# ---- block 1 ----
===== src/rtl/stream_pkg.sv =====
// Shared types and defaults for the streaming burst reader.
// Contents:
//   state_e        - burst reader FSM state (StIdle, StBurst)
//   DefaultWidth   - default stream data width in bits
//   DefaultCountW  - default width of the FIFO occupancy count
package stream_pkg;

   localparam int unsigned DefaultWidth  = 512;
   localparam int unsigned DefaultCountW = 14;

   typedef enum logic [0:0] {
      StIdle,
      StBurst
   } state_e;

endpackage


===== src/rtl/axis_out_reg.sv =====
// Single-entry AXI-Stream output stage carrying data plus TLAST.
// Ports:
//   clk, rst_n  - clock and asynchronous active-low reset
//   load        - write a new beat this cycle (caller guarantees slot is free or draining)
//   load_data   - data of the new beat
//   load_last   - TLAST of the new beat
//   ready       - downstream TREADY
//   valid       - TVALID of the held beat
//   data        - TDATA of the held beat
//   last        - TLAST of the held beat
module axis_out_reg #(
   parameter int unsigned WIDTH = 512
) (
   input  logic             clk,
   input  logic             rst_n,
   input  logic             load,
   input  logic [WIDTH-1:0] load_data,
   input  logic             load_last,
   input  logic             ready,
   output logic             valid,
   output logic [WIDTH-1:0] data,
   output logic             last
);

   logic             valid_q, valid_d;
   logic [WIDTH-1:0] data_q, data_d;
   logic             last_q, last_d;

   always_comb begin
      valid_d = valid_q;
      data_d  = data_q;
      last_d  = last_q;
      if (load) begin
         valid_d = 1'b1;
         data_d  = load_data;
         last_d  = load_last;
      end else if (valid_q && ready) begin
         // Data and TLAST are left in place; only the valid flag drops.
         valid_d = 1'b0;
      end
   end

   always_ff @(posedge clk or negedge rst_n) begin
      if (!rst_n) begin
         valid_q <= 1'b0;
         data_q  <= '0;
         last_q  <= 1'b0;
      end else begin
         valid_q <= valid_d;
         data_q  <= data_d;
         last_q  <= last_d;
      end
   end

   assign valid = valid_q;
   assign data  = data_q;
   assign last  = last_q;

endmodule


===== src/rtl/streaming_fifo_burst_reader.sv =====
// Drains a streaming FIFO in fixed-length bursts and forwards them as an
// AXI-Stream with TLAST. A full burst starts once BURST_LEN beats are
// buffered; a shorter burst of whatever is buffered is flushed after
// TIMEOUT idle cycles (TIMEOUT = 0 disables flushing).
// Ports:
//   ap_clk, ap_rst_n   - clock and asynchronous active-low reset
//   count              - FIFO occupancy
//   in0_V_V_*          - FIFO read side (TREADY is the pop request)
//   out_V_V_*          - burst output stream with TLAST
//   bursts_done        - bursts whose TLAST beat was accepted (wraps)
//   busy               - in a burst or holding an output beat
module streaming_fifo_burst_reader
   import stream_pkg::*;
#(
   parameter int unsigned WIDTH     = DefaultWidth,
   parameter int unsigned COUNT_W   = DefaultCountW,
   parameter int unsigned BURST_LEN = 256,
   parameter int unsigned TIMEOUT   = 1024
) (
   input  logic               ap_clk,
   input  logic               ap_rst_n,
   input  logic [COUNT_W-1:0] count,
   input  logic [WIDTH-1:0]   in0_V_V_TDATA,
   input  logic               in0_V_V_TVALID,
   output logic               in0_V_V_TREADY,
   output logic [WIDTH-1:0]   out_V_V_TDATA,
   output logic               out_V_V_TVALID,
   input  logic               out_V_V_TREADY,
   output logic               out_V_V_TLAST,
   output logic [31:0]        bursts_done,
   output logic               busy
);

   localparam int unsigned          IdleW     = (TIMEOUT > 1) ? $clog2(TIMEOUT) : 1;
   localparam logic [COUNT_W-1:0]   BurstLenC = COUNT_W'(BURST_LEN);
   localparam logic [IdleW-1:0]     IdleLast  = IdleW'((TIMEOUT == 0) ? 0 : TIMEOUT - 1);

   state_e             state_q, state_d;
   logic [COUNT_W-1:0] beats_left_q, beats_left_d;
   logic [IdleW-1:0]   idle_cnt_q, idle_cnt_d;
   logic [31:0]        bursts_done_q, bursts_done_d;

   logic full_avail;
   logic partial_avail;
   logic timeout_hit;
   logic pop;
   logic load_last;
   logic out_done;

   assign full_avail    = (count >= BurstLenC);
   assign partial_avail = (count != '0) && (count < BurstLenC);
   assign timeout_hit   = (TIMEOUT != 0) && (idle_cnt_q == IdleLast);
   assign out_done      = out_V_V_TVALID && out_V_V_TREADY && out_V_V_TLAST;

   // State register.
   always_ff @(posedge ap_clk or negedge ap_rst_n) begin
      if (!ap_rst_n) begin
         state_q       <= StIdle;
         beats_left_q  <= '0;
         idle_cnt_q    <= '0;
         bursts_done_q <= '0;
      end else begin
         state_q       <= state_d;
         beats_left_q  <= beats_left_d;
         idle_cnt_q    <= idle_cnt_d;
         bursts_done_q <= bursts_done_d;
      end
   end

   // Next-state logic.
   always_comb begin
      state_d       = state_q;
      beats_left_d  = beats_left_q;
      idle_cnt_d    = idle_cnt_q;
      bursts_done_d = bursts_done_q + 32'(out_done);
      unique case (state_q)
         StIdle: begin
            if (full_avail) begin
               state_d      = StBurst;
               beats_left_d = BurstLenC;
               idle_cnt_d   = '0;
            end else if (partial_avail) begin
               if (timeout_hit) begin
                  // count only reflects beats already written, so the
                  // snapshot can never underflow the FIFO.
                  state_d      = StBurst;
                  beats_left_d = count;
                  idle_cnt_d   = '0;
               end else begin
                  idle_cnt_d = idle_cnt_q + 1'b1;
               end
            end else begin
               idle_cnt_d = '0;
            end
         end
         StBurst: begin
            if (pop) begin
               beats_left_d = beats_left_q - 1'b1;
               if (beats_left_q == COUNT_W'(1)) begin
                  state_d = StIdle;
               end
            end
         end
         default: state_d = StIdle;
      endcase
   end

   // Outputs.
   always_comb begin
      in0_V_V_TREADY = (state_q == StBurst) && (beats_left_q != '0) &&
                       (!out_V_V_TVALID || out_V_V_TREADY);
      pop            = in0_V_V_TREADY && in0_V_V_TVALID;
      load_last      = (beats_left_q == COUNT_W'(1));
      busy           = (state_q == StBurst) || out_V_V_TVALID;
   end

   assign bursts_done = bursts_done_q;

   axis_out_reg #(
      .WIDTH(WIDTH)
   ) u_out_reg (
      .clk      (ap_clk),
      .rst_n    (ap_rst_n),
      .load     (pop),
      .load_data(in0_V_V_TDATA),
      .load_last(load_last),
      .ready    (out_V_V_TREADY),
      .valid    (out_V_V_TVALID),
      .data     (out_V_V_TDATA),
      .last     (out_V_V_TLAST)
   );

endmodule


===== config.mk =====
export PLATFORM = sky130hd
export DESIGN_NAME = streaming_fifo_burst_reader
export DESIGN_NICKNAME = d
export VERILOG_FILES = /design/src/rtl/stream_pkg.sv /design/src/rtl/axis_out_reg.sv /design/src/rtl/streaming_fifo_burst_reader.sv
export SDC_FILE = /design/constraint.sdc
export NUM_CORES = 1
export LEC_CHECK = 0
export CORE_AREA = 2 2 423 425
export CTS_CLUSTER_DIAMETER = 150
export CTS_CLUSTER_SIZE = 8
export DETAILED_ROUTE_END_ITERATION = 8
export DIE_AREA = 0 0 425 427
export PLACE_DENSITY = 0.34
export RECOVER_POWER = 25
export SETUP_SLACK_MARGIN = 0.05
export SLEW_MARGIN = 20
export SYNTH_ARGS = -nofsm -noshare
export SYNTH_HDL_FRONTEND = slang
export SYNTH_SLANG_ARGS = --single-unit

===== constraint.sdc =====
create_clock -name ap_clk -period 2.85 [get_ports ap_clk]
set_clock_uncertainty 0.05 [all_clocks]
set_input_delay 0.285 -clock ap_clk [delete_from_list [all_inputs] [get_ports ap_clk]]
set_output_delay 0.285 -clock ap_clk [all_outputs]
set_load 0.01 [all_outputs]

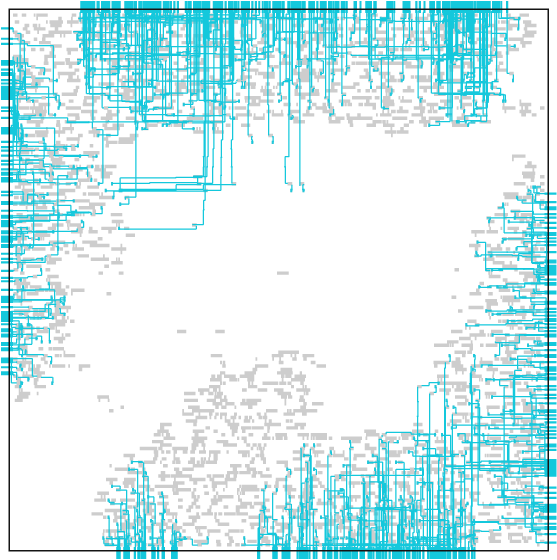
Fig. 1. Port wiring (block 1).
legend:
  cyan:
    port: in0_V_V_TDATA
    bits: 512
    direction: input
    end_cells: 512
    wire: 29.5 mm

==> flow_summary.yaml <==
# flow metrics
hold_path:
  min_from: "in0_V_V_TDATA[430]"
global_route:
  grt_max_degree: 65
  busiest_layer: "met2"
  grt_pass1_vias: 21982
  use_met1: 0.143
cells_and_area:
  final_common_cell: "nand2_1"
  regArea_sq_mm: 0.0143
  fin_cells: 6131
  fin_nets: 4286
  num-multi-input-gates: 1775
  inverters: 6
  largestClassByArea: "sequential cells"
  syn2layout_area_growth_pct: 80.9
final_timing:
  drv_slew: 45
  fmaxAchievable_ghz: 0.380
  rsz0062_at_grt: "false"
  final_hold_viol_count: 0
  maxSlewHeadroom: -0.394
worst_setup_path:
  path_depth: 4
  r2r_slack_ns: 0.26
  required_ns: 2.52
  r2r-end: "beats_left_q[0]"
  critPathCapture: "in0_V_V_TREADY"
route:
  top_layer: "met5"
  vias: 20970
  ant_nets: 0
  route.met2.wl_microns: 57800
logic_synthesis:
  async_flop_share: 1.00
  ys_sh_aoi: 0.0157
  synth.distinct_cells: 50
  yosys_cells: 2475
  mux_area_frac: 0.00237
  synth_flops: 571
  synthTopLogicFamily: "simple AND/OR/NAND/NOR gates"
job:
  maxCapViolations: 1
  openroad.warnings: 28
floorplan:
  die_h_microns: 427
  core-area_sq_mm: 0.177
clock_tree:
  cts_tree: "built"
  clock_sinks: 571
power_and_ir_drop:
  switching_share: 0.343
  vdd_drop_max_v: 0.000491
  p_total_mw: 33.1
  pg_seq_mw: 11.9
run_status:
  status: "finished with violations"
  failed_checks: "max-capacitance violations, max-slew violations"
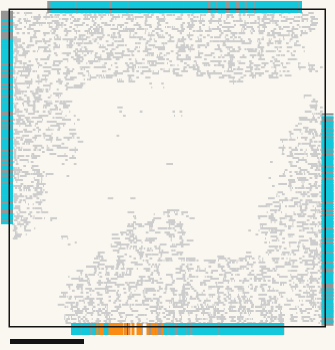
Fig. 2. I/O pins on the die edge (block 1).
Bar = 100 microns. Pins as bars across the die edge, other pins in gray.
legend:
  orange:
    port: bursts_done
    pins: 32
    direction: output
    edge: bottom
  cyan:
    port: in0_V_V_TDATA
    pins: 512
    direction: input
    edge: 206 top, 123 bottom, 93 right, 90 left
  purple:
    port: in0_V_V_TREADY
    pins: 1
    direction: output
    edge: bottom
all pins by edge: 372 top, 287 bottom, 211 left, 208 right


# ---- block 2 ----
Fig. 3: block 2, selected gate families
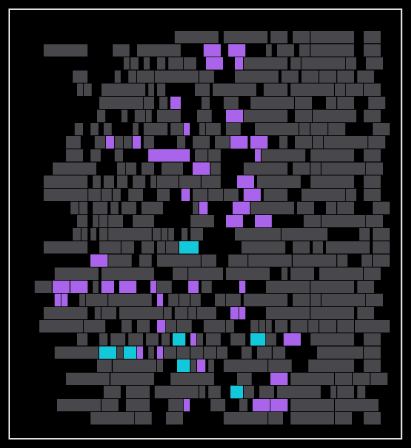
Fig. 4: block 2, I/O pins on the die edge
Bar = 20 microns. Pins as bars across the die edge, other pins in gray.
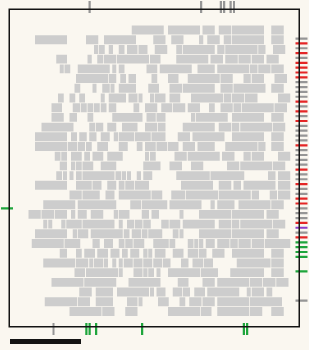
Fig. 5: block 2, routed metal per tile
16 x 18 tiles, from white (low) to dark blue (high), scaled to the fullest tile. Values are wire area over tile area, all layers added.
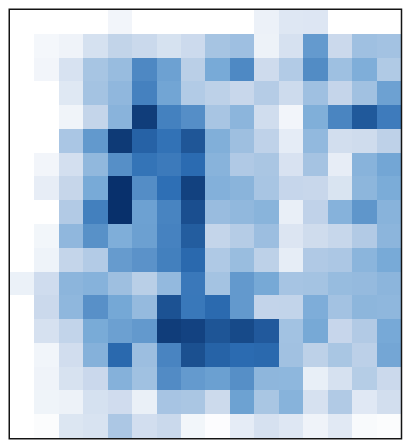
$ cat src/rtl/vga_pkg.sv
// vga_pkg: shared constants for the VGA output path.
//  - RGB565 colour constants used by the test-bar generator and for blanking.
//  - Default 1024x768@60 timing (65 MHz pixel clock).
//  - bar_colour(): maps a bar index 0..7 to its colour.
package vga_pkg;

  localparam logic [15:0] RED    = 16'hF800;
  localparam logic [15:0] ORANGE = 16'hFB80;
  localparam logic [15:0] YELLOW = 16'hFFC0;
  localparam logic [15:0] GREEN  = 16'h0400;
  localparam logic [15:0] BLUE   = 16'h001F;
  localparam logic [15:0] INDIGO = 16'h4810;
  localparam logic [15:0] PURPLE = 16'h8010;
  localparam logic [15:0] WHITE  = 16'hFFDF;
  localparam logic [15:0] BLACK  = 16'h0000;

  localparam int unsigned DEF_H_SYNC   = 136;
  localparam int unsigned DEF_H_BACK   = 160;
  localparam int unsigned DEF_H_ACTIVE = 1024;
  localparam int unsigned DEF_H_FRONT  = 24;
  localparam int unsigned DEF_V_SYNC   = 6;
  localparam int unsigned DEF_V_BACK   = 29;
  localparam int unsigned DEF_V_ACTIVE = 768;
  localparam int unsigned DEF_V_FRONT  = 3;

  function automatic logic [15:0] bar_colour(input logic [2:0] idx);
    logic [15:0] c;
    case (idx)
      3'd0:    c = RED;
      3'd1:    c = ORANGE;
      3'd2:    c = YELLOW;
      3'd3:    c = GREEN;
      3'd4:    c = BLUE;
      3'd5:    c = INDIGO;
      3'd6:    c = PURPLE;
      default: c = WHITE;
    endcase
    return c;
  endfunction

endpackage

$ cat src/rtl/vga_testbar.sv
// vga_testbar: combinational colour-bar pattern, used only when VGA_TESTBAR_EN
// is defined. Splits the active line into 8 equal vertical bars.
// Ports:
//  addr_h  in   12  active column, 1-based (0 = outside the active area)
//  colour  out  16  RGB565 colour of the bar containing addr_h
module vga_testbar
  import vga_pkg::*;
#(
  parameter int unsigned H_ACTIVE = DEF_H_ACTIVE
) (
  input  logic [11:0] addr_h,
  output logic [15:0] colour
);

  // A line narrower than 8 pixels still gets 1-pixel bars.
  localparam logic [11:0] BAR_W = 12'((H_ACTIVE / 8 > 0) ? H_ACTIVE / 8 : 1);

  logic [11:0] col;
  logic [11:0] idx;

  always_comb begin
    col    = (addr_h == 12'd0) ? 12'd0 : addr_h - 12'd1;
    idx    = col / BAR_W;
    // Leftover pixels when H_ACTIVE is not a multiple of 8 stay in the last bar.
    colour = (idx > 12'd7) ? WHITE : bar_colour(idx[2:0]);
  end

endmodule

$ cat src/rtl/vga_timing_gen.sv
// vga_timing_gen: raster timing generator and pixel output stage.
//  Stage 1 registers the 1-based active coordinates (addr_h/addr_v) and frame_start
//  from the h/v counters; vga_control answers with rgb_in in that same cycle.
//  Stage 2 registers hs, vs, de and rgb to the pins so they share one alignment.
//  Optional feature macro: VGA_TESTBAR_EN replaces rgb_in with 8 colour bars.
// Ports:
//  clk          in   1   pixel clock
//  rst_n        in   1   asynchronous active-low reset
//  rgb_in       in   16  RGB565 pixel for the current addr_h/addr_v
//  addr_h       out  12  active column 1..H_ACTIVE, 0 in blanking
//  addr_v       out  12  active row 1..V_ACTIVE, 0 in blanking
//  frame_start  out  1   1-clk pulse for counter position (0,0)
//  vga_hs       out  1   horizontal sync (asserted level = SYNC_POL)
//  vga_vs       out  1   vertical sync (asserted level = SYNC_POL)
//  vga_de       out  1   data enable
//  vga_rgb      out  16  RGB565 to the DAC, 0 when vga_de = 0
module vga_timing_gen
  import vga_pkg::*;
#(
  parameter int unsigned H_SYNC   = DEF_H_SYNC,
  parameter int unsigned H_BACK   = DEF_H_BACK,
  parameter int unsigned H_ACTIVE = DEF_H_ACTIVE,
  parameter int unsigned H_FRONT  = DEF_H_FRONT,
  parameter int unsigned V_SYNC   = DEF_V_SYNC,
  parameter int unsigned V_BACK   = DEF_V_BACK,
  parameter int unsigned V_ACTIVE = DEF_V_ACTIVE,
  parameter int unsigned V_FRONT  = DEF_V_FRONT,
  parameter logic        SYNC_POL = 1'b0
) (
  input  logic        clk,
  input  logic        rst_n,
  input  logic [15:0] rgb_in,
  output logic [11:0] addr_h,
  output logic [11:0] addr_v,
  output logic        frame_start,
  output logic        vga_hs,
  output logic        vga_vs,
  output logic        vga_de,
  output logic [15:0] vga_rgb
);

  localparam logic [11:0] H_TOT     = 12'(H_SYNC + H_BACK + H_ACTIVE + H_FRONT);
  localparam logic [11:0] V_TOT     = 12'(V_SYNC + V_BACK + V_ACTIVE + V_FRONT);
  localparam logic [11:0] H_SYN_END = 12'(H_SYNC);
  localparam logic [11:0] V_SYN_END = 12'(V_SYNC);
  localparam logic [11:0] H_ACT_BEG = 12'(H_SYNC + H_BACK);
  localparam logic [11:0] H_ACT_END = 12'(H_SYNC + H_BACK + H_ACTIVE);
  localparam logic [11:0] V_ACT_BEG = 12'(V_SYNC + V_BACK);
  localparam logic [11:0] V_ACT_END = 12'(V_SYNC + V_BACK + V_ACTIVE);

  logic [11:0] h_cnt;
  logic [11:0] v_cnt;
  logic        h_act;
  logic        v_act;
  logic        act0;
  logic        act1;
  logic        hs1;
  logic        vs1;
  logic [15:0] pix;

  assign h_act = (h_cnt >= H_ACT_BEG) && (h_cnt < H_ACT_END);
  assign v_act = (v_cnt >= V_ACT_BEG) && (v_cnt < V_ACT_END);
  assign act0  = h_act && v_act;

  // Raster counters: v_cnt advances only on the h_cnt wrap.
  always_ff @(posedge clk or negedge rst_n) begin
    if (!rst_n) begin
      h_cnt <= 12'd0;
      v_cnt <= 12'd0;
    end else if (h_cnt == H_TOT - 12'd1) begin
      h_cnt <= 12'd0;
      v_cnt <= (v_cnt == V_TOT - 12'd1) ? 12'd0 : v_cnt + 12'd1;
    end else begin
      h_cnt <= h_cnt + 12'd1;
    end
  end

  // Stage 1: coordinates for vga_control plus the sync/active flags that
  // travel alongside them, so stage 2 can line everything up with rgb_in.
  always_ff @(posedge clk or negedge rst_n) begin
    if (!rst_n) begin
      addr_h      <= 12'd0;
      addr_v      <= 12'd0;
      frame_start <= 1'b0;
      act1        <= 1'b0;
      hs1         <= ~SYNC_POL;
      vs1         <= ~SYNC_POL;
    end else begin
      // Both coordinates are zero in blanking so vga_control never pops there.
      addr_h      <= act0 ? h_cnt - H_ACT_BEG + 12'd1 : 12'd0;
      addr_v      <= act0 ? v_cnt - V_ACT_BEG + 12'd1 : 12'd0;
      frame_start <= (h_cnt == 12'd0) && (v_cnt == 12'd0);
      act1        <= act0;
      hs1         <= (h_cnt < H_SYN_END) ? SYNC_POL : ~SYNC_POL;
      vs1         <= (v_cnt < V_SYN_END) ? SYNC_POL : ~SYNC_POL;
    end
  end

`ifdef VGA_TESTBAR_EN
  vga_testbar #(
    .H_ACTIVE(H_ACTIVE)
  ) u_testbar (
    .addr_h(addr_h),
    .colour(pix)
  );
`else
  assign pix = rgb_in;
`endif

  // Stage 2: pin registers. No stall path: an empty upstream FIFO just shows black.
  always_ff @(posedge clk or negedge rst_n) begin
    if (!rst_n) begin
      vga_hs  <= ~SYNC_POL;
      vga_vs  <= ~SYNC_POL;
      vga_de  <= 1'b0;
      vga_rgb <= BLACK;
    end else begin
      vga_hs  <= hs1;
      vga_vs  <= vs1;
      vga_de  <= act1;
      vga_rgb <= act1 ? pix : BLACK;
    end
  end

endmodule

$ cat config.mk
export PLATFORM = sky130hd
export DESIGN_NAME = vga_timing_gen
export DESIGN_NICKNAME = d
export VERILOG_FILES = /design/src/rtl/vga_pkg.sv /design/src/rtl/vga_testbar.sv /design/src/rtl/vga_timing_gen.sv
export SDC_FILE = /design/constraint.sdc
export NUM_CORES = 1
export LEC_CHECK = 0
export CORE_ASPECT_RATIO = 1.1
export CORE_MARGIN = 2
export CORE_UTILIZATION = 52
export DETAILED_ROUTE_END_ITERATION = 7
export PLACE_DENSITY = 0.79
export REMOVE_ABC_BUFFERS = 1
export SLEW_MARGIN = 20
export SYNTH_ARGS = -nofsm -noshare
export SYNTH_HDL_FRONTEND = slang
export SYNTH_HIERARCHICAL = 1
export SYNTH_SLANG_ARGS = --single-unit
$ cat constraint.sdc
create_clock -name clk -period 2.5 [get_ports clk]
set_clock_uncertainty 0.1 [all_clocks]
set_input_delay 0.5 -clock clk [delete_from_list [all_inputs] [get_ports clk]]
set_output_delay 0.5 -clock clk [all_outputs]
set_load 0.005 [all_outputs]
==> flow_summary.yaml <==
# flow metrics
run_status:
  status: "completed"
logic_synthesis:
  synth.most_common_cell: "dfrtp_1"
  fa_ha_area_frac: 0.0259
  ys_sh_aoi: 0.100
  synthTopCellsByCount: "67 x dfrtp_1, 20 x nor3_2, 19 x and2_1"
  ys_sh_xor: 0.0544
  top_area_frac: 0.496
  async_flop_share: 1.00
  synth_flops: 71
  yosys-top-cells-area: "dfrtp_1 50%, nor3_2 5.9%, xnor2_1 4.1%"
floorplan:
  die_area_sq_mm: 0.00717
  fp-utilization: 0.543
power_and_ir_drop:
  p_int_mw: 1.66
  powerDensity_mw_per_mm2: 489
  pwr-share-seq: 0.551
  power.switching_uw: 425
  pg_seq_mw: 1.15
worst_setup_path:
  r2r_cells: 6
  timing.rr.start: "v_cnt[1]"
  critical-path-top-delay-family: "AND-OR/OR-AND gates"
  cp_data_arrival_time_ns: 2.32
  crit_path_end_kind: "register"
  cp_cell_sequence: "inv_1, ha_1, or3b_4, a2111oi_1, xnor2_1, nor3_2"
  cpPeakStageDelay_ns: 0.48
  path_class: "register to register"
route:
  routed_wl_microns: 7050
clock_tree:
  clock_sinks: 71
  numCtsBuffers: 9
cells_and_area:
  syn2layout_area_growth_pct: 26.1
  final_cell_mix: "67 x dfrtp_1, 60 x clkdlybuf4s50_1, 20 x nor3_2, 19 x and2_1"
  regArea_sq_mm: 0.00178
  stdcell_area_sq_mm: 0.00427
  nNonClkBuffers: 73
  num-multi-input-gates: 200
  n_fill_cell: 477
  sh_seq_area: 0.418
  buf_share: 0.169
  largestClassByArea: "sequential cells"
final_timing:
  min_period_ns: 2.19
  fin_ws_ns: 0.309
  tns_ns: 0
  drv_slew: 0
  fmaxAchievable_ghz: 0.456
  rsz0062_at_grt: "false"
place:
  placed_area_sq_mm: 0.00407
  hpwlAfterDp_microns: 5140
  dp_worst_setup_slack_ns: 0.269
global_route:
  grt_max_degree: 72
Notes on Fig. 3 above:
legend:
  cyan:
    family: AND-OR and OR-AND gates
    cells: 7
    where: bottom middle
  purple:
    family: NOR gates
    cells: 44
    most_used: nor3_2

Notes on Fig. 4 above:
legend:
  purple:
    port: frame_start
    pins: 1
    direction: output
    edge: right
  red:
    port: vga_rgb
    pins: 16
    direction: output
    edge: right
  green:
    port: addr_h
    pins: 12
    direction: output
    edge: 6 bottom, 5 right, 1 left
all pins by edge: 48 right, 7 bottom, 6 top, 1 left
die span in y: 88.6 microns
Port Buf Inserts: 61
die width: 80.9 microns

Notes on Fig. 5 above:
tiles over half the peak: 26%
fullest tile: 0.45
emptiest ninth of the die: top left
nearly empty tiles: 12%
mean over tiles: 0.16


# ---- block 3 ----
$ cat src/rtl/uart_tx_scheduler_if.sv
// Bundle of request-side and UART-side signals for the UART TX scheduler.
// The master side is the client/UART environment; the slave side is the scheduler.
interface uart_tx_scheduler_if #(
   parameter int DATA_WIDTH = 8,
   parameter int NUM_REQ    = 4
);
   localparam int ID_W = $clog2(NUM_REQ);

   logic [NUM_REQ-1:0]            req_valid;
   logic [NUM_REQ*DATA_WIDTH-1:0] req_data;
   logic [NUM_REQ-1:0]            req_par_en;
   logic [NUM_REQ-1:0]            req_ready;
   logic [DATA_WIDTH-1:0]         tx_data;
   logic                          tx_par_en;
   logic                          tx_data_valid;
   logic                          tx_busy;
   logic [ID_W-1:0]               grant_id;
   logic                          sched_busy;
   logic                          timeout_err;

   modport master (
      output req_valid, req_data, req_par_en, tx_busy,
      input  req_ready, tx_data, tx_par_en, tx_data_valid, grant_id, sched_busy, timeout_err
   );

   modport slave (
      input  req_valid, req_data, req_par_en, tx_busy,
      output req_ready, tx_data, tx_par_en, tx_data_valid, grant_id, sched_busy, timeout_err
   );
endinterface

$ cat src/rtl/uart_tx_scheduler.sv
// Round-robin scheduler sharing one UART transmitter among NUM_REQ byte producers.
// One byte is captured per grant, launched with a single-cycle valid pulse, and the
// byte/parity config is held until the UART reports the end of the frame.
module uart_tx_scheduler #(
   parameter int DATA_WIDTH   = 8,
   parameter int NUM_REQ      = 4,
   parameter int BUSY_TIMEOUT = 16
) (
   input  logic               clk,
   input  logic               rst,
   uart_tx_scheduler_if.slave bus
);
   localparam int ID_W  = $clog2(NUM_REQ);
   localparam int CNT_W = $clog2(BUSY_TIMEOUT + 1);

   typedef enum logic [1:0] {
      ST_IDLE      = 2'd0,
      ST_LAUNCH    = 2'd1,
      ST_WAIT_BUSY = 2'd2,
      ST_WAIT_DONE = 2'd3
   } state_t;

   state_t                state_r, state_nx_s;
   logic [ID_W-1:0]       ptr_r, ptr_nx_s;
   logic [CNT_W-1:0]      cnt_r, cnt_nx_s;
   logic [ID_W-1:0]       pick_idx_s;
   logic                  pick_found_s;
   logic                  grant_s;
   logic                  cnt_expired_s;

   logic [NUM_REQ-1:0]    req_ready_r, req_ready_nx_s;
   logic [DATA_WIDTH-1:0] tx_data_r, tx_data_nx_s;
   logic                  tx_par_en_r, tx_par_en_nx_s;
   logic                  tx_data_valid_r, tx_data_valid_nx_s;
   logic [ID_W-1:0]       grant_id_r, grant_id_nx_s;
   logic                  sched_busy_r, sched_busy_nx_s;
   logic                  timeout_err_r, timeout_err_nx_s;

   // Round-robin search: first valid requester starting just after the last grant.
   always_comb begin
      pick_found_s = 1'b0;
      pick_idx_s   = '0;
      for (int k = 1; k <= NUM_REQ; k++) begin
         if (!pick_found_s && bus.req_valid[ID_W'((int'(ptr_r) + k) % NUM_REQ)]) begin
            pick_found_s = 1'b1;
            pick_idx_s   = ID_W'((int'(ptr_r) + k) % NUM_REQ);
         end else begin
            pick_found_s = pick_found_s;
         end
      end
   end

   // A grant needs a pending byte and an idle transmitter.
   assign grant_s       = pick_found_s & ~bus.tx_busy;
   assign cnt_expired_s = (cnt_r == CNT_W'(BUSY_TIMEOUT - 1));

   // State register with asynchronous active-low reset.
   always_ff @(posedge clk or negedge rst) begin
      if (!rst) begin
         state_r <= ST_IDLE;
      end else begin
         state_r <= state_nx_s;
      end
   end

   // Next-state logic for the IDLE -> LAUNCH -> WAIT_BUSY -> WAIT_DONE frame cycle.
   always_comb begin
      state_nx_s = state_r;
      case (state_r)
         ST_IDLE: begin
            if (grant_s) state_nx_s = ST_LAUNCH;
            else         state_nx_s = ST_IDLE;
         end
         ST_LAUNCH: begin
            state_nx_s = ST_WAIT_BUSY;
         end
         ST_WAIT_BUSY: begin
            if (bus.tx_busy)        state_nx_s = ST_WAIT_DONE;
            else if (cnt_expired_s) state_nx_s = ST_IDLE;
            else                    state_nx_s = ST_WAIT_BUSY;
         end
         ST_WAIT_DONE: begin
            if (bus.tx_busy) state_nx_s = ST_WAIT_DONE;
            else             state_nx_s = ST_IDLE;
         end
         default: begin
            state_nx_s = ST_IDLE;
         end
      endcase
   end

   // Next values of the registered outputs, pointer and busy-wait counter.
   always_comb begin
      req_ready_nx_s     = '0;
      tx_data_valid_nx_s = 1'b0;
      timeout_err_nx_s   = 1'b0;
      tx_data_nx_s       = tx_data_r;
      tx_par_en_nx_s     = tx_par_en_r;
      grant_id_nx_s      = grant_id_r;
      ptr_nx_s           = ptr_r;
      cnt_nx_s           = cnt_r;
      sched_busy_nx_s    = (state_nx_s != ST_IDLE);
      case (state_r)
         ST_IDLE: begin
            if (grant_s) begin
               req_ready_nx_s = {{(NUM_REQ-1){1'b0}}, 1'b1} << pick_idx_s;
               tx_data_nx_s   = bus.req_data[int'(pick_idx_s)*DATA_WIDTH +: DATA_WIDTH];
               tx_par_en_nx_s = bus.req_par_en[pick_idx_s];
               grant_id_nx_s  = pick_idx_s;
               ptr_nx_s       = pick_idx_s;
            end else begin
               req_ready_nx_s = '0;
            end
         end
         ST_LAUNCH: begin
            tx_data_valid_nx_s = 1'b1;
            cnt_nx_s           = '0;
         end
         ST_WAIT_BUSY: begin
            if (bus.tx_busy) begin
               cnt_nx_s = cnt_r;
            end else if (cnt_expired_s) begin
               timeout_err_nx_s = 1'b1;
            end else if (cnt_r != {CNT_W{1'b1}}) begin
               cnt_nx_s = cnt_r + CNT_W'(1);
            end else begin
               cnt_nx_s = cnt_r;
            end
         end
         ST_WAIT_DONE: begin
            cnt_nx_s = cnt_r;
         end
         default: begin
            cnt_nx_s = '0;
         end
      endcase
   end

   // Output, pointer and counter registers; the pointer resets so requester 0 wins first.
   always_ff @(posedge clk or negedge rst) begin
      if (!rst) begin
         req_ready_r     <= '0;
         tx_data_r       <= '0;
         tx_par_en_r     <= 1'b0;
         tx_data_valid_r <= 1'b0;
         grant_id_r      <= '0;
         sched_busy_r    <= 1'b0;
         timeout_err_r   <= 1'b0;
         ptr_r           <= ID_W'(NUM_REQ - 1);
         cnt_r           <= '0;
      end else begin
         req_ready_r     <= req_ready_nx_s;
         tx_data_r       <= tx_data_nx_s;
         tx_par_en_r     <= tx_par_en_nx_s;
         tx_data_valid_r <= tx_data_valid_nx_s;
         grant_id_r      <= grant_id_nx_s;
         sched_busy_r    <= sched_busy_nx_s;
         timeout_err_r   <= timeout_err_nx_s;
         ptr_r           <= ptr_nx_s;
         cnt_r           <= cnt_nx_s;
      end
   end

   assign bus.req_ready     = req_ready_r;
   assign bus.tx_data       = tx_data_r;
   assign bus.tx_par_en     = tx_par_en_r;
   assign bus.tx_data_valid = tx_data_valid_r;
   assign bus.grant_id      = grant_id_r;
   assign bus.sched_busy    = sched_busy_r;
   assign bus.timeout_err   = timeout_err_r;
endmodule
$ cat src/flat_wrapper.sv
// flat-port wrapper written by rule: the top's interface ports become plain ports
module uart_tx_scheduler_flat 
#(
   parameter int DATA_WIDTH   = 8,
   parameter int NUM_REQ      = 4,
   parameter int BUSY_TIMEOUT = 16
)
  (clk, rst, bus_req_valid, bus_req_data, bus_req_par_en, bus_tx_busy, bus_req_ready, bus_tx_data, bus_tx_par_en, bus_tx_data_valid, bus_grant_id, bus_sched_busy, bus_timeout_err);
  uart_tx_scheduler_if #(.DATA_WIDTH(DATA_WIDTH), .NUM_REQ(NUM_REQ)) bus_i ();
  input  logic clk;
  input  logic rst;
  input wire logic [$bits(bus_i.req_valid)-1:0] bus_req_valid;
  input wire logic [$bits(bus_i.req_data)-1:0] bus_req_data;
  input wire logic [$bits(bus_i.req_par_en)-1:0] bus_req_par_en;
  input wire logic [$bits(bus_i.tx_busy)-1:0] bus_tx_busy;
  output wire logic [$bits(bus_i.req_ready)-1:0] bus_req_ready;
  output wire logic [$bits(bus_i.tx_data)-1:0] bus_tx_data;
  output wire logic [$bits(bus_i.tx_par_en)-1:0] bus_tx_par_en;
  output wire logic [$bits(bus_i.tx_data_valid)-1:0] bus_tx_data_valid;
  output wire logic [$bits(bus_i.grant_id)-1:0] bus_grant_id;
  output wire logic [$bits(bus_i.sched_busy)-1:0] bus_sched_busy;
  output wire logic [$bits(bus_i.timeout_err)-1:0] bus_timeout_err;
  assign bus_i.req_valid = bus_req_valid;
  assign bus_i.req_data = bus_req_data;
  assign bus_i.req_par_en = bus_req_par_en;
  assign bus_i.tx_busy = bus_tx_busy;
  assign bus_req_ready = bus_i.req_ready;
  assign bus_tx_data = bus_i.tx_data;
  assign bus_tx_par_en = bus_i.tx_par_en;
  assign bus_tx_data_valid = bus_i.tx_data_valid;
  assign bus_grant_id = bus_i.grant_id;
  assign bus_sched_busy = bus_i.sched_busy;
  assign bus_timeout_err = bus_i.timeout_err;
  uart_tx_scheduler #(.DATA_WIDTH(DATA_WIDTH), .NUM_REQ(NUM_REQ), .BUSY_TIMEOUT(BUSY_TIMEOUT)) u_core (.clk(clk), .rst(rst), .bus(bus_i));
endmodule
$ cat config.mk
export PLATFORM = sky130hd
export DESIGN_NAME = uart_tx_scheduler_flat
export DESIGN_NICKNAME = d
export VERILOG_FILES = /design/src/rtl/uart_tx_scheduler_if.sv /design/src/rtl/uart_tx_scheduler.sv /design/src/flat_wrapper.sv
export SDC_FILE = /design/constraint.sdc
export NUM_CORES = 1
export LEC_CHECK = 0
export CELL_PAD_IN_SITES_DETAIL_PLACEMENT = 2
export CELL_PAD_IN_SITES_GLOBAL_PLACEMENT = 2
export CORE_ASPECT_RATIO = 0.6
export CORE_MARGIN = 2
export CORE_UTILIZATION = 24
export CTS_CLUSTER_DIAMETER = 30
export CTS_CLUSTER_SIZE = 8
export DETAILED_ROUTE_END_ITERATION = 8
export PLACE_DENSITY_LB_ADDON = 0.05
export SETUP_SLACK_MARGIN = 0.4
export SYNTH_ARGS = -nofsm -noshare
export SYNTH_HDL_FRONTEND = slang
export SYNTH_SLANG_ARGS = --single-unit
export TNS_END_PERCENT = 5
$ cat constraint.sdc
create_clock -name clk -period 2.22 [get_ports clk]
set_input_delay 0.333 -clock clk [delete_from_list [all_inputs] [get_ports clk]]
set_output_delay 0.333 -clock clk [all_outputs]
set_load 0.1 [all_outputs]
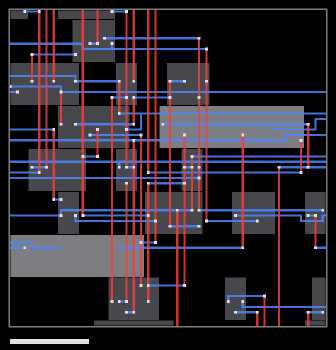
Fig. 6. Close-up of the layout (block 3).
Bar = 5 microns. Region (43, 35) to (63, 55) microns. Cells in gray, sequential cells in the stronger gray; small squares are vias.
legend:
  red:
    layer: met2
  blue:
    layer: met1
netlist names of flops here include: u_core.bus.tx_data (2)
cells with their middle in the window: 15
sequential cells in the window: 2
most frequent: nor2_1 (3)

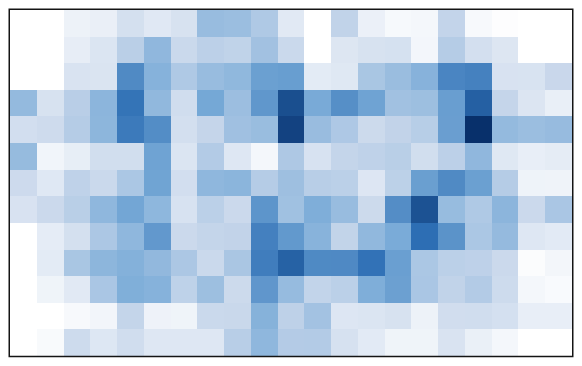
Fig. 7. Routed metal per tile (block 3).
21 x 13 tiles, from white (low) to dark blue (high), scaled to the fullest tile. Values are wire area over tile area, all layers added.
nearly empty tiles: 8.1%
fullest tile: 0.40
tiles over half the peak: 15%
mean over tiles: 0.12

==> flow_summary.yaml <==
# flow metrics
cells_and_area:
  fin_cells: 312
  n_fill_cell: 647
  buf_share: 0.300
  post-route-util: 0.389
  diodes: 0
  num-multi-input-gates: 116
worst_setup_path:
  r2r-end: "u_core.bus.tx_par_en"
  critical-path-top-delay-family: "buffers and inverters"
  path_max_fanout: 8
hold_path:
  hold_class: "input pin to async pin"
final_timing:
  fmaxAchievable_ghz: 0.542
  fin_skew_ns: 0.00671
  fin_ws_ns: 0.374
logic_synthesis:
  synthTopCellsByCount: "28 x nand2_1, 25 x dfrtp_1, 18 x nor2_1"
  top_area_cell: "dfrtp_1"
floorplan:
  row_count: 22
clock_tree:
  postCtsResizedCells: 6
  insertion_delay_ns: 0.28
  clk_pin_slew_worst_paths_ns: 0.09
run_status:
  status: "completed"
power_and_ir_drop:
  pwr-share-seq: 0.262
route:
  drc: 0
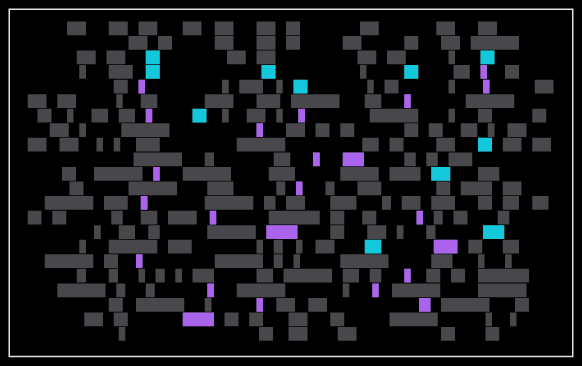
Fig. 8. Selected gate families (block 3).
legend:
  cyan:
    family: AND-OR and OR-AND gates
    cells: 11
    most_used: o21a_1
  purple:
    family: NOR gates
    cells: 23
    most_used: nor2_1


# ---- block 4 ----
`src/rtl/pipe_hazard_ctrl.sv`:
```
// Pipeline sequencing controller: load-use stall, divide-unit sequencing and branch squash.
// Optional stall-cycle performance counter under `PIPE_CTRL_PERF_EN`.
//
// state | meaning
// IDLE  | no divide in flight; md_start may fire
// BUSY  | divide unit running, pipeline frozen; cnt counts down to 0
// DONE  | result ready, divide instruction advances to EX this cycle
module pipe_hazard_ctrl #(
    parameter int DIV_LATENCY = 32
) (
    input  logic       clk,
    input  logic       rst_n,
    input  logic [4:0] rs_id,
    input  logic [4:0] rt_id,
    input  logic       use_rs_id,
    input  logic       use_rt_id,
    input  logic       is_lw_ex,
    input  logic       write_ex,
    input  logic [4:0] w_addr_ex,
    input  logic       is_md_id,
    input  logic       branch_taken_id,
    output logic       pc_en,
    output logic       if_id_en,
    output logic       if_id_flush,
    output logic       id_ex_flush,
    output logic       md_start,
    output logic       md_busy
`ifdef PIPE_CTRL_PERF_EN
    ,
    output logic [31:0] stall_cycles
`endif
);

    localparam logic [1:0] IDLE = 2'd0;
    localparam logic [1:0] BUSY = 2'd1;
    localparam logic [1:0] DONE = 2'd2;

    logic [1:0] state;
    logic [7:0] cnt;
    logic       lu_hazard;
    logic       md_go;
    logic       md_stall;
    logic       stall;

    assign lu_hazard = is_lw_ex & write_ex & (w_addr_ex != 5'd0) &
                       ((use_rs_id & (rs_id == w_addr_ex)) |
                        (use_rt_id & (rt_id == w_addr_ex)));

    // A pending load-use hazard holds off the divide start until the load has moved on.
    assign md_go    = (state == IDLE) & is_md_id & ~lu_hazard;
    assign md_stall = md_go | (state == BUSY);
    assign stall    = lu_hazard | md_stall;

    always_ff @(posedge clk) begin
        if (!rst_n) begin
            state <= IDLE;
            cnt   <= 8'd0;
        end else begin
            case (state)
                IDLE: begin
                    if (md_go) begin
                        state <= BUSY;
                        cnt   <= 8'(DIV_LATENCY - 1);
                    end
                end
                BUSY: begin
                    if (cnt == 8'd0) state <= DONE;
                    else             cnt   <= cnt - 8'd1;
                end
                DONE:    state <= IDLE;
                default: state <= IDLE;
            endcase
        end
    end

    always_comb begin
        pc_en       = 1'b1;
        if_id_en    = 1'b1;
        if_id_flush = 1'b0;
        id_ex_flush = 1'b0;
        md_start    = 1'b0;
        md_busy     = 1'b0;
        if (!rst_n) begin
            pc_en       = 1'b0;
            if_id_en    = 1'b0;
            if_id_flush = 1'b1;
            id_ex_flush = 1'b1;
        end else begin
            md_start = md_go;
            md_busy  = (state == BUSY);
            if (stall) begin
                pc_en       = 1'b0;
                if_id_en    = 1'b0;
                id_ex_flush = 1'b1;
            end else if (branch_taken_id) begin
                if_id_flush = 1'b1;
            end
        end
    end

`ifdef PIPE_CTRL_PERF_EN
    always_ff @(posedge clk) begin
        if (!rst_n)
            stall_cycles <= 32'd0;
        else if (!pc_en && stall_cycles != 32'hFFFF_FFFF)
            stall_cycles <= stall_cycles + 32'd1;
    end
`endif

endmodule
```
`config.mk`:
```
export PLATFORM = sky130hd
export DESIGN_NAME = pipe_hazard_ctrl
export DESIGN_NICKNAME = d
export VERILOG_FILES = /design/src/rtl/pipe_hazard_ctrl.sv
export SDC_FILE = /design/constraint.sdc
export NUM_CORES = 1
export LEC_CHECK = 0
export CAP_MARGIN = 20
export CORE_MARGIN = 1.5
export CORE_UTILIZATION = 41
export DETAILED_ROUTE_END_ITERATION = 10
export PLACE_DENSITY_LB_ADDON = 0.05
export SLEW_MARGIN = 0
export SYNTH_ARGS = -nofsm -noshare
export SYNTH_HDL_FRONTEND = slang
export SYNTH_SLANG_ARGS = --single-unit
```
`constraint.sdc`:
```
create_clock -name clk -period 2.3 [get_ports clk]
set_input_delay 0.345 -clock clk [delete_from_list [all_inputs] [get_ports clk]]
set_output_delay 0.345 -clock clk [all_outputs]
set_load 0.05 [all_outputs]
```
==> flow_summary.yaml <==
# flow metrics
logic_synthesis:
  mux_area_frac: 0.0141
  fa_ha_area_frac: 0.0353
  async_flop_share: 0
  top_area_cell: "dfxtp_1"
  yosys_warnings: 0
  yosys-top-cells-area: "dfxtp_1 28%, xnor2_1 12%, nand2_1 5.8%"
  seq_area_frac_synth: 0.282
  ys_sh_aoi: 0.220
  synth.most_common_cell: "nand2_1"
place:
  hpwlAfterDp_microns: 1530
clock_tree:
  clock_sinks: 10
  cts_tree: "built"
  cts_setup_buffers: 0
  postCtsResizedCells: 9
power_and_ir_drop:
  p_leak_nw: 0.481
  clock_power_share: 0.187
  power-top-group: "combinational cells"
  pwr-share-seq: 0.343
  p_clk_uw: 117
  power.switching_uw: 218
cells_and_area:
  top_register: "cnt"
  logic_area_sq_um: 487
  inverters: 5
  num-multi-input-gates: 70
  regArea_sq_um: 200
  reg_top3: "cnt: 8 flops, state: 2 flops"
  seq_cells: 10
floorplan:
  core-area_sq_mm: 0.00156
  num_io_pins: 29
  die_h_microns: 44.6
  row_count: 14
worst_setup_path:
  critPathCapture: "id_ex_flush"
  cp_data_arrival_time_ns: 1.88
  required_ns: 1.96
  crit_path_end_kind: "output port"
  path_depth: 7
  cpPeakStageDelay_ns: 0.53
global_route:
  gr-usage-met2: 0.374
  grt-ovfl-total: 0
  use_met1: 0.278
  busiest_layer: "met2"
route:
  wl_met3_microns: 137
  drc: 0
  routed_via_density: 5.33
final_timing:
  rsz0062_at_grt: "false"
  hold_ws_ns: 0.462
  fmaxAchievable_ghz: 0.450
  worst_slew_pin_slew_ns: 0.417
run_status:
  status: "completed"
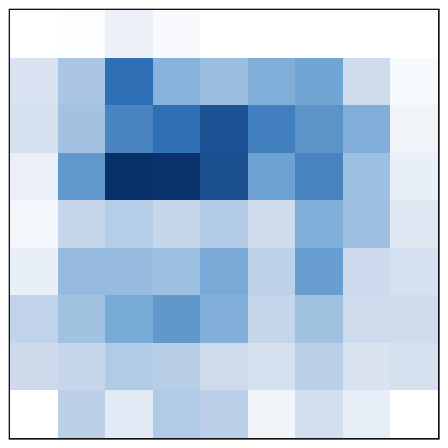
Fig. 9. Routed metal per tile (block 4).
9 x 9 tiles, from white (low) to dark blue (high), scaled to the fullest tile. Values are wire area over tile area, all layers added.
tiles over half the peak: 19%
densest ninth of the die: middle
fullest tile: 0.46
mean over tiles: 0.15
nearly empty tiles: 11%
DR WL/cell: 12.6 microns
vias: 768
gr usage total: 0.220
drt total wl: 1820 microns

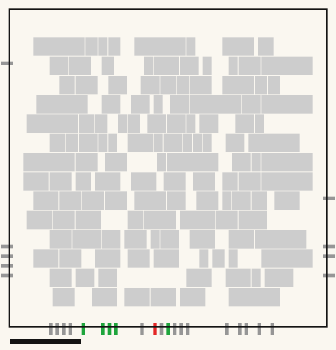
Fig. 10. I/O pins on the die edge (block 4).
Bar = 10 microns. Pins as bars across the die edge, other pins in gray.
legend:
  green:
    port: rt_id
    pins: 5
    direction: input
    edge: bottom
  red:
    port: is_lw_ex
    pins: 1
    direction: input
    edge: bottom

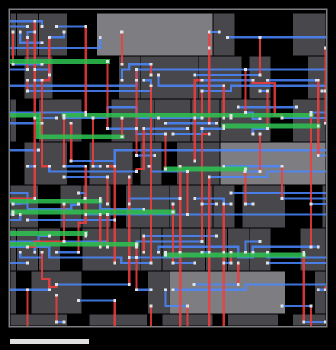
Fig. 11. Close-up of the layout (block 4).
Bar = 5 microns. Region (12, 21) to (32, 41) microns. Cells in gray, sequential cells in the stronger gray; small squares are vias.
legend:
  red:
    layer: met2
  green:
    layer: met3
  blue:
    layer: met1
netlist names of flops here include: cnt (2), state (1)
cells with their middle in the window: 39
most frequent: nand2_1 (7), nor2_1 (5), buf_4 (5)
sequential cells in the window: 3


# ---- block 5 ----
Fig. 12: block 5, clock nets
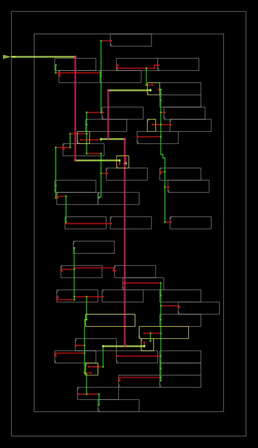
Fig. 13: block 5, close-up of the layout
Bar = 5 microns. Region (16, 56) to (36, 76) microns. Cells in gray, sequential cells in the stronger gray; small squares are vias.
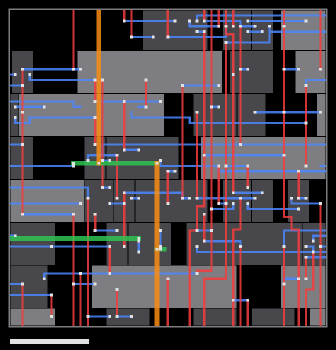
**src/rtl/serial_addsub.sv**
```systemverilog
`default_nettype none
// ============================================================================
//  Module      : serial_addsub
//  Description : Digit-serial adder/subtractor. Processes WIDTH-bit operands
//                DIGIT bits per clock, LSB first, with a registered carry
//                between digits. Valid/ready handshakes on both sides. Reports
//                carry-out (no-borrow for subtraction) and signed overflow.
//  Revision    : 1.0 - initial release
// ============================================================================
module serial_addsub #(
    parameter int WIDTH = 8,
    parameter int DIGIT = 1
) (
    input  logic             clk,
    input  logic             rst_n,
    input  logic             in_valid,
    output logic             in_ready,
    input  logic [WIDTH-1:0] in1,
    input  logic [WIDTH-1:0] in2,
    input  logic             cin,
    input  logic             sub,
    output logic             out_valid,
    input  logic             out_ready,
    output logic [WIDTH-1:0] out,
    output logic             car,
    output logic             ovf,
    output logic             busy
);

    // ------------------------------------------------------------------------
    // Derived constants
    // ------------------------------------------------------------------------
    localparam int c_STEPS = WIDTH / DIGIT;
    // A single-step configuration still needs a 1-bit counter to stay legal.
    localparam int c_CNT_W = (c_STEPS > 1) ? $clog2(c_STEPS) : 1;
    localparam logic [c_CNT_W-1:0] c_LAST = c_CNT_W'(c_STEPS - 1);

    // ------------------------------------------------------------------------
    // Elaboration-time parameter checks
    // ------------------------------------------------------------------------
    generate
        if (WIDTH < 2) begin : g_bad_width
            $error("serial_addsub: WIDTH must be at least 2");
        end
        if (DIGIT < 1) begin : g_bad_digit_min
            $error("serial_addsub: DIGIT must be at least 1");
        end
        if ((DIGIT >= 1) && ((WIDTH % DIGIT) != 0)) begin : g_bad_digit_div
            $error("serial_addsub: WIDTH must be a multiple of DIGIT");
        end
    endgenerate

    // ------------------------------------------------------------------------
    // State machine encoding
    // ------------------------------------------------------------------------
    typedef enum logic [1:0] {
        S_IDLE = 2'd0,
        S_RUN  = 2'd1,
        S_DONE = 2'd2
    } state_t;

    state_t r_state;
    state_t w_state_next;

    // ------------------------------------------------------------------------
    // Datapath registers
    // ------------------------------------------------------------------------
    logic [WIDTH-1:0]   r_opa;      // operand A, consumed LSB first
    logic [WIDTH-1:0]   r_opb;      // effective operand B (inverted for sub)
    logic [WIDTH-1:0]   r_res;      // result digits shift in from the top
    logic               r_carry;    // carry between digits
    logic               r_sign_a;   // sign of A captured at accept
    logic               r_sign_b;   // sign of effective B captured at accept
    logic [c_CNT_W-1:0] r_cnt;      // digit index within RUN
    logic [WIDTH-1:0]   r_out;
    logic               r_car;
    logic               r_ovf;

    // ------------------------------------------------------------------------
    // Combinational helpers
    // ------------------------------------------------------------------------
    logic               w_accept;
    logic               w_last;
    logic [DIGIT:0]     w_sum;
    logic [WIDTH-1:0]   w_res_next;
    logic               w_ovf_next;
    logic [WIDTH-1:0]   w_opb_eff;

    assign w_accept  = in_valid & in_ready;
    assign w_last    = (r_state == S_RUN) && (r_cnt == c_LAST);
    // Subtraction is A + ~B + 1; the +1 enters as the initial carry.
    assign w_opb_eff = sub ? ~in2 : in2;

    // One digit of the sum, one bit wider to expose the carry out of the digit.
    assign w_sum = {1'b0, r_opa[DIGIT-1:0]}
                 + {1'b0, r_opb[DIGIT-1:0]}
                 + (DIGIT+1)'(r_carry);

    // The new digit enters at the top; when one digit spans the whole word
    // there is nothing left of the old result to keep.
    generate
        if (DIGIT == WIDTH) begin : g_res_full
            assign w_res_next = w_sum[DIGIT-1:0];
        end else begin : g_res_part
            assign w_res_next = {w_sum[DIGIT-1:0], r_res[WIDTH-1:DIGIT]};
        end
    endgenerate

    // Overflow only when both effective operands share a sign that the
    // result does not.
    assign w_ovf_next = (r_sign_a == r_sign_b) & (w_res_next[WIDTH-1] != r_sign_a);

    // State register
    always_ff @(posedge clk or negedge rst_n) begin
        if (!rst_n) begin
            r_state <= S_IDLE;
        end else begin
            r_state <= w_state_next;
        end
    end

    // Next-state decode and handshake/status outputs
    always_comb begin
        w_state_next = r_state;
        in_ready     = 1'b0;
        out_valid    = 1'b0;
        busy         = 1'b0;
        case (r_state)
            S_IDLE: begin
                in_ready = 1'b1;
                if (in_valid) begin
                    w_state_next = S_RUN;
                end
            end
            S_RUN: begin
                busy = 1'b1;
                if (r_cnt == c_LAST) begin
                    w_state_next = S_DONE;
                end
            end
            S_DONE: begin
                out_valid = 1'b1;
                if (out_ready) begin
                    w_state_next = S_IDLE;
                end
            end
            default: begin
                w_state_next = S_IDLE;
            end
        endcase
    end

    // Operand capture at accept, then digit-serial shift/add during RUN
    always_ff @(posedge clk or negedge rst_n) begin
        if (!rst_n) begin
            r_opa    <= '0;
            r_opb    <= '0;
            r_res    <= '0;
            r_carry  <= 1'b0;
            r_sign_a <= 1'b0;
            r_sign_b <= 1'b0;
            r_cnt    <= '0;
        end else if (w_accept) begin
            r_opa    <= in1;
            r_opb    <= w_opb_eff;
            r_res    <= '0;
            r_carry  <= sub ? 1'b1 : cin;
            r_sign_a <= in1[WIDTH-1];
            r_sign_b <= w_opb_eff[WIDTH-1];
            r_cnt    <= '0;
        end else if (r_state == S_RUN) begin
            r_opa   <= r_opa >> DIGIT;
            r_opb   <= r_opb >> DIGIT;
            r_res   <= w_res_next;
            r_carry <= w_sum[DIGIT];
            r_cnt   <= r_cnt + c_CNT_W'(1);
        end
    end

    // Result registers load on the final digit and hold until the next one
    always_ff @(posedge clk or negedge rst_n) begin
        if (!rst_n) begin
            r_out <= '0;
            r_car <= 1'b0;
            r_ovf <= 1'b0;
        end else if (w_last) begin
            r_out <= w_res_next;
            r_car <= w_sum[DIGIT];
            r_ovf <= w_ovf_next;
        end
    end

    assign out = r_out;
    assign car = r_car;
    assign ovf = r_ovf;

endmodule
`default_nettype wire

```
**config.mk**
```make
export PLATFORM = sky130hd
export DESIGN_NAME = serial_addsub
export DESIGN_NICKNAME = d
export VERILOG_FILES = /design/src/rtl/serial_addsub.sv
export SDC_FILE = /design/constraint.sdc
export NUM_CORES = 1
export LEC_CHECK = 0
export CAP_MARGIN = 40
export CORE_ASPECT_RATIO = 2
export CORE_MARGIN = 5
export CORE_UTILIZATION = 54
export CTS_BUF_LIST = sky130_fd_sc_hd__clkbuf_4
export CTS_CLUSTER_SIZE = 28
export DETAILED_ROUTE_END_ITERATION = 16
export MAX_ROUTING_LAYER = met4
export PLACE_DENSITY = 0.82
export SYNTH_ARGS = -nofsm -noshare
export SYNTH_HDL_FRONTEND = slang
export SYNTH_SLANG_ARGS = --single-unit
```
**constraint.sdc**
```tcl
create_clock -name clk -period 1.7 [get_ports clk]
set_input_delay 0.17 -clock clk [delete_from_list [all_inputs] [get_ports clk]]
set_output_delay 0.17 -clock clk [all_outputs]
set_load 0.02 [all_outputs]
```
==> flow_summary.yaml <==
# flow metrics
route:
  routed_via_density: 5.12
  ant_nets: 0
  drc: 0
  drt_pass1_iterations: 4
  vias: 1423
  routed_wl_microns: 3800
  wl_met3_microns: 167
logic_synthesis:
  synthTopLogicFamily: "AND-OR/OR-AND gates"
  synth_flops: 41
  top_area_cell: "dfrtp_1"
  mux_area_frac: 0.0825
  ff_type: "dfrtp_1"
  async_flop_share: 1.00
  seq_area_frac_synth: 0.529
worst_setup_path:
  cp_cell_sequence: "buf_4, nand2b_1, inv_1, dlygate4sd2_1"
  required_ns: 1.53
  worstSetupStartpointType: "register"
  timing.rr.start: "r_cnt[0]"
  cp.buffers_inverters: 3
  slowest_stage: "dfrtp_1"
  path_depth: 4
power_and_ir_drop:
  pg_comb_mw: 1.70
  switching_share: 0.356
  pg_seq_mw: 1.64
  power.switching_mw: 1.46
  p_int_mw: 2.65
  p_total_mw: 4.11
final_timing:
  rsz0062_at_grt: "false"
  final_hold_viol_count: 0
  maxSlewHeadroom: 0.685
  worst_slew_pin_slew_ns: 0.473
  drv_slew: 0
  fin_ws_ns: 0.138
global_route:
  grt_antenna_before_repair: 0
  busiest_layer: "met2"
  use_met1: 0.189
  grt_pass1_vias: 1410
  track_usage: 0.183
  grt-ovfl-total: 0
  use_met3: 0.0332
  gr-usage-met2: 0.325
cells_and_area:
  seq_cells: 41
  final_cell_mix: "41 x dfrtp_1, 32 x nand2_1, 30 x clkdlybuf4s50_1, 23 x o21ai_0, 13 x buf_4"
  clk_share: 0.0417
  sh_seq_area: 0.417
  num-multi-input-gates: 126
  post-route-util: 0.689
  largestClassByArea: "sequential cells"
  nNonClkBuffers: 48
  fin_cells: 278
floorplan:
  num_io_pins: 35
  core-area_sq_mm: 0.00357
  tap_cells: 49
  die_h_microns: 94.8
  row_count: 31
run_status:
  status: "completed"
clock_tree:
  numCtsBuffers: 5
  clk_pin_slew_worst_paths_ns: 0.12
  cts_buffer_depth: 2
place:
  dp_worst_setup_slack_ns: 0.118
  hpwlAfterDp_microns: 2990
Notes on Fig. 12 above:
clk latency late pin: 0.35 ns
Clk power: 766 uW
clock buffers: 5

Notes on Fig. 13 above:
legend:
  red:
    layer: met2
  orange:
    layer: met4
  green:
    layer: met3
  blue:
    layer: met1
most frequent: nand2_1 (6), dfrtp_1 (5)
netlist names of flops here include: r_cnt (3)
sequential cells in the window: 5
cells with their middle in the window: 27



==> gallery <==
Clock nets.
Plate I
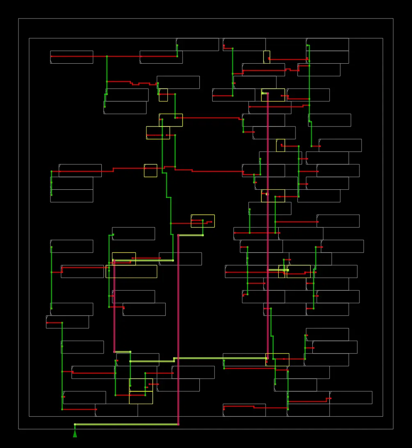
Plate II
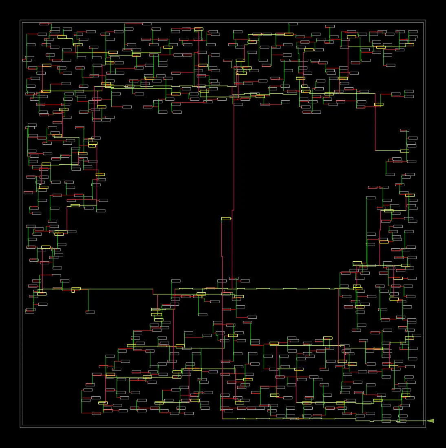
Plate III
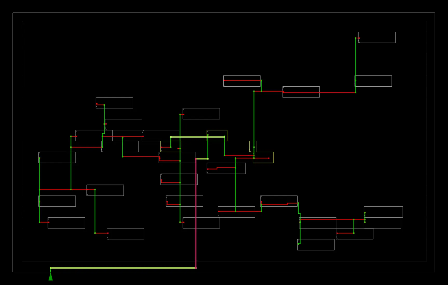
Plate II comes from block 1.
Plate I comes from block 2.
Plate III comes from block 3.

Power and IR drop assume default switching activity.
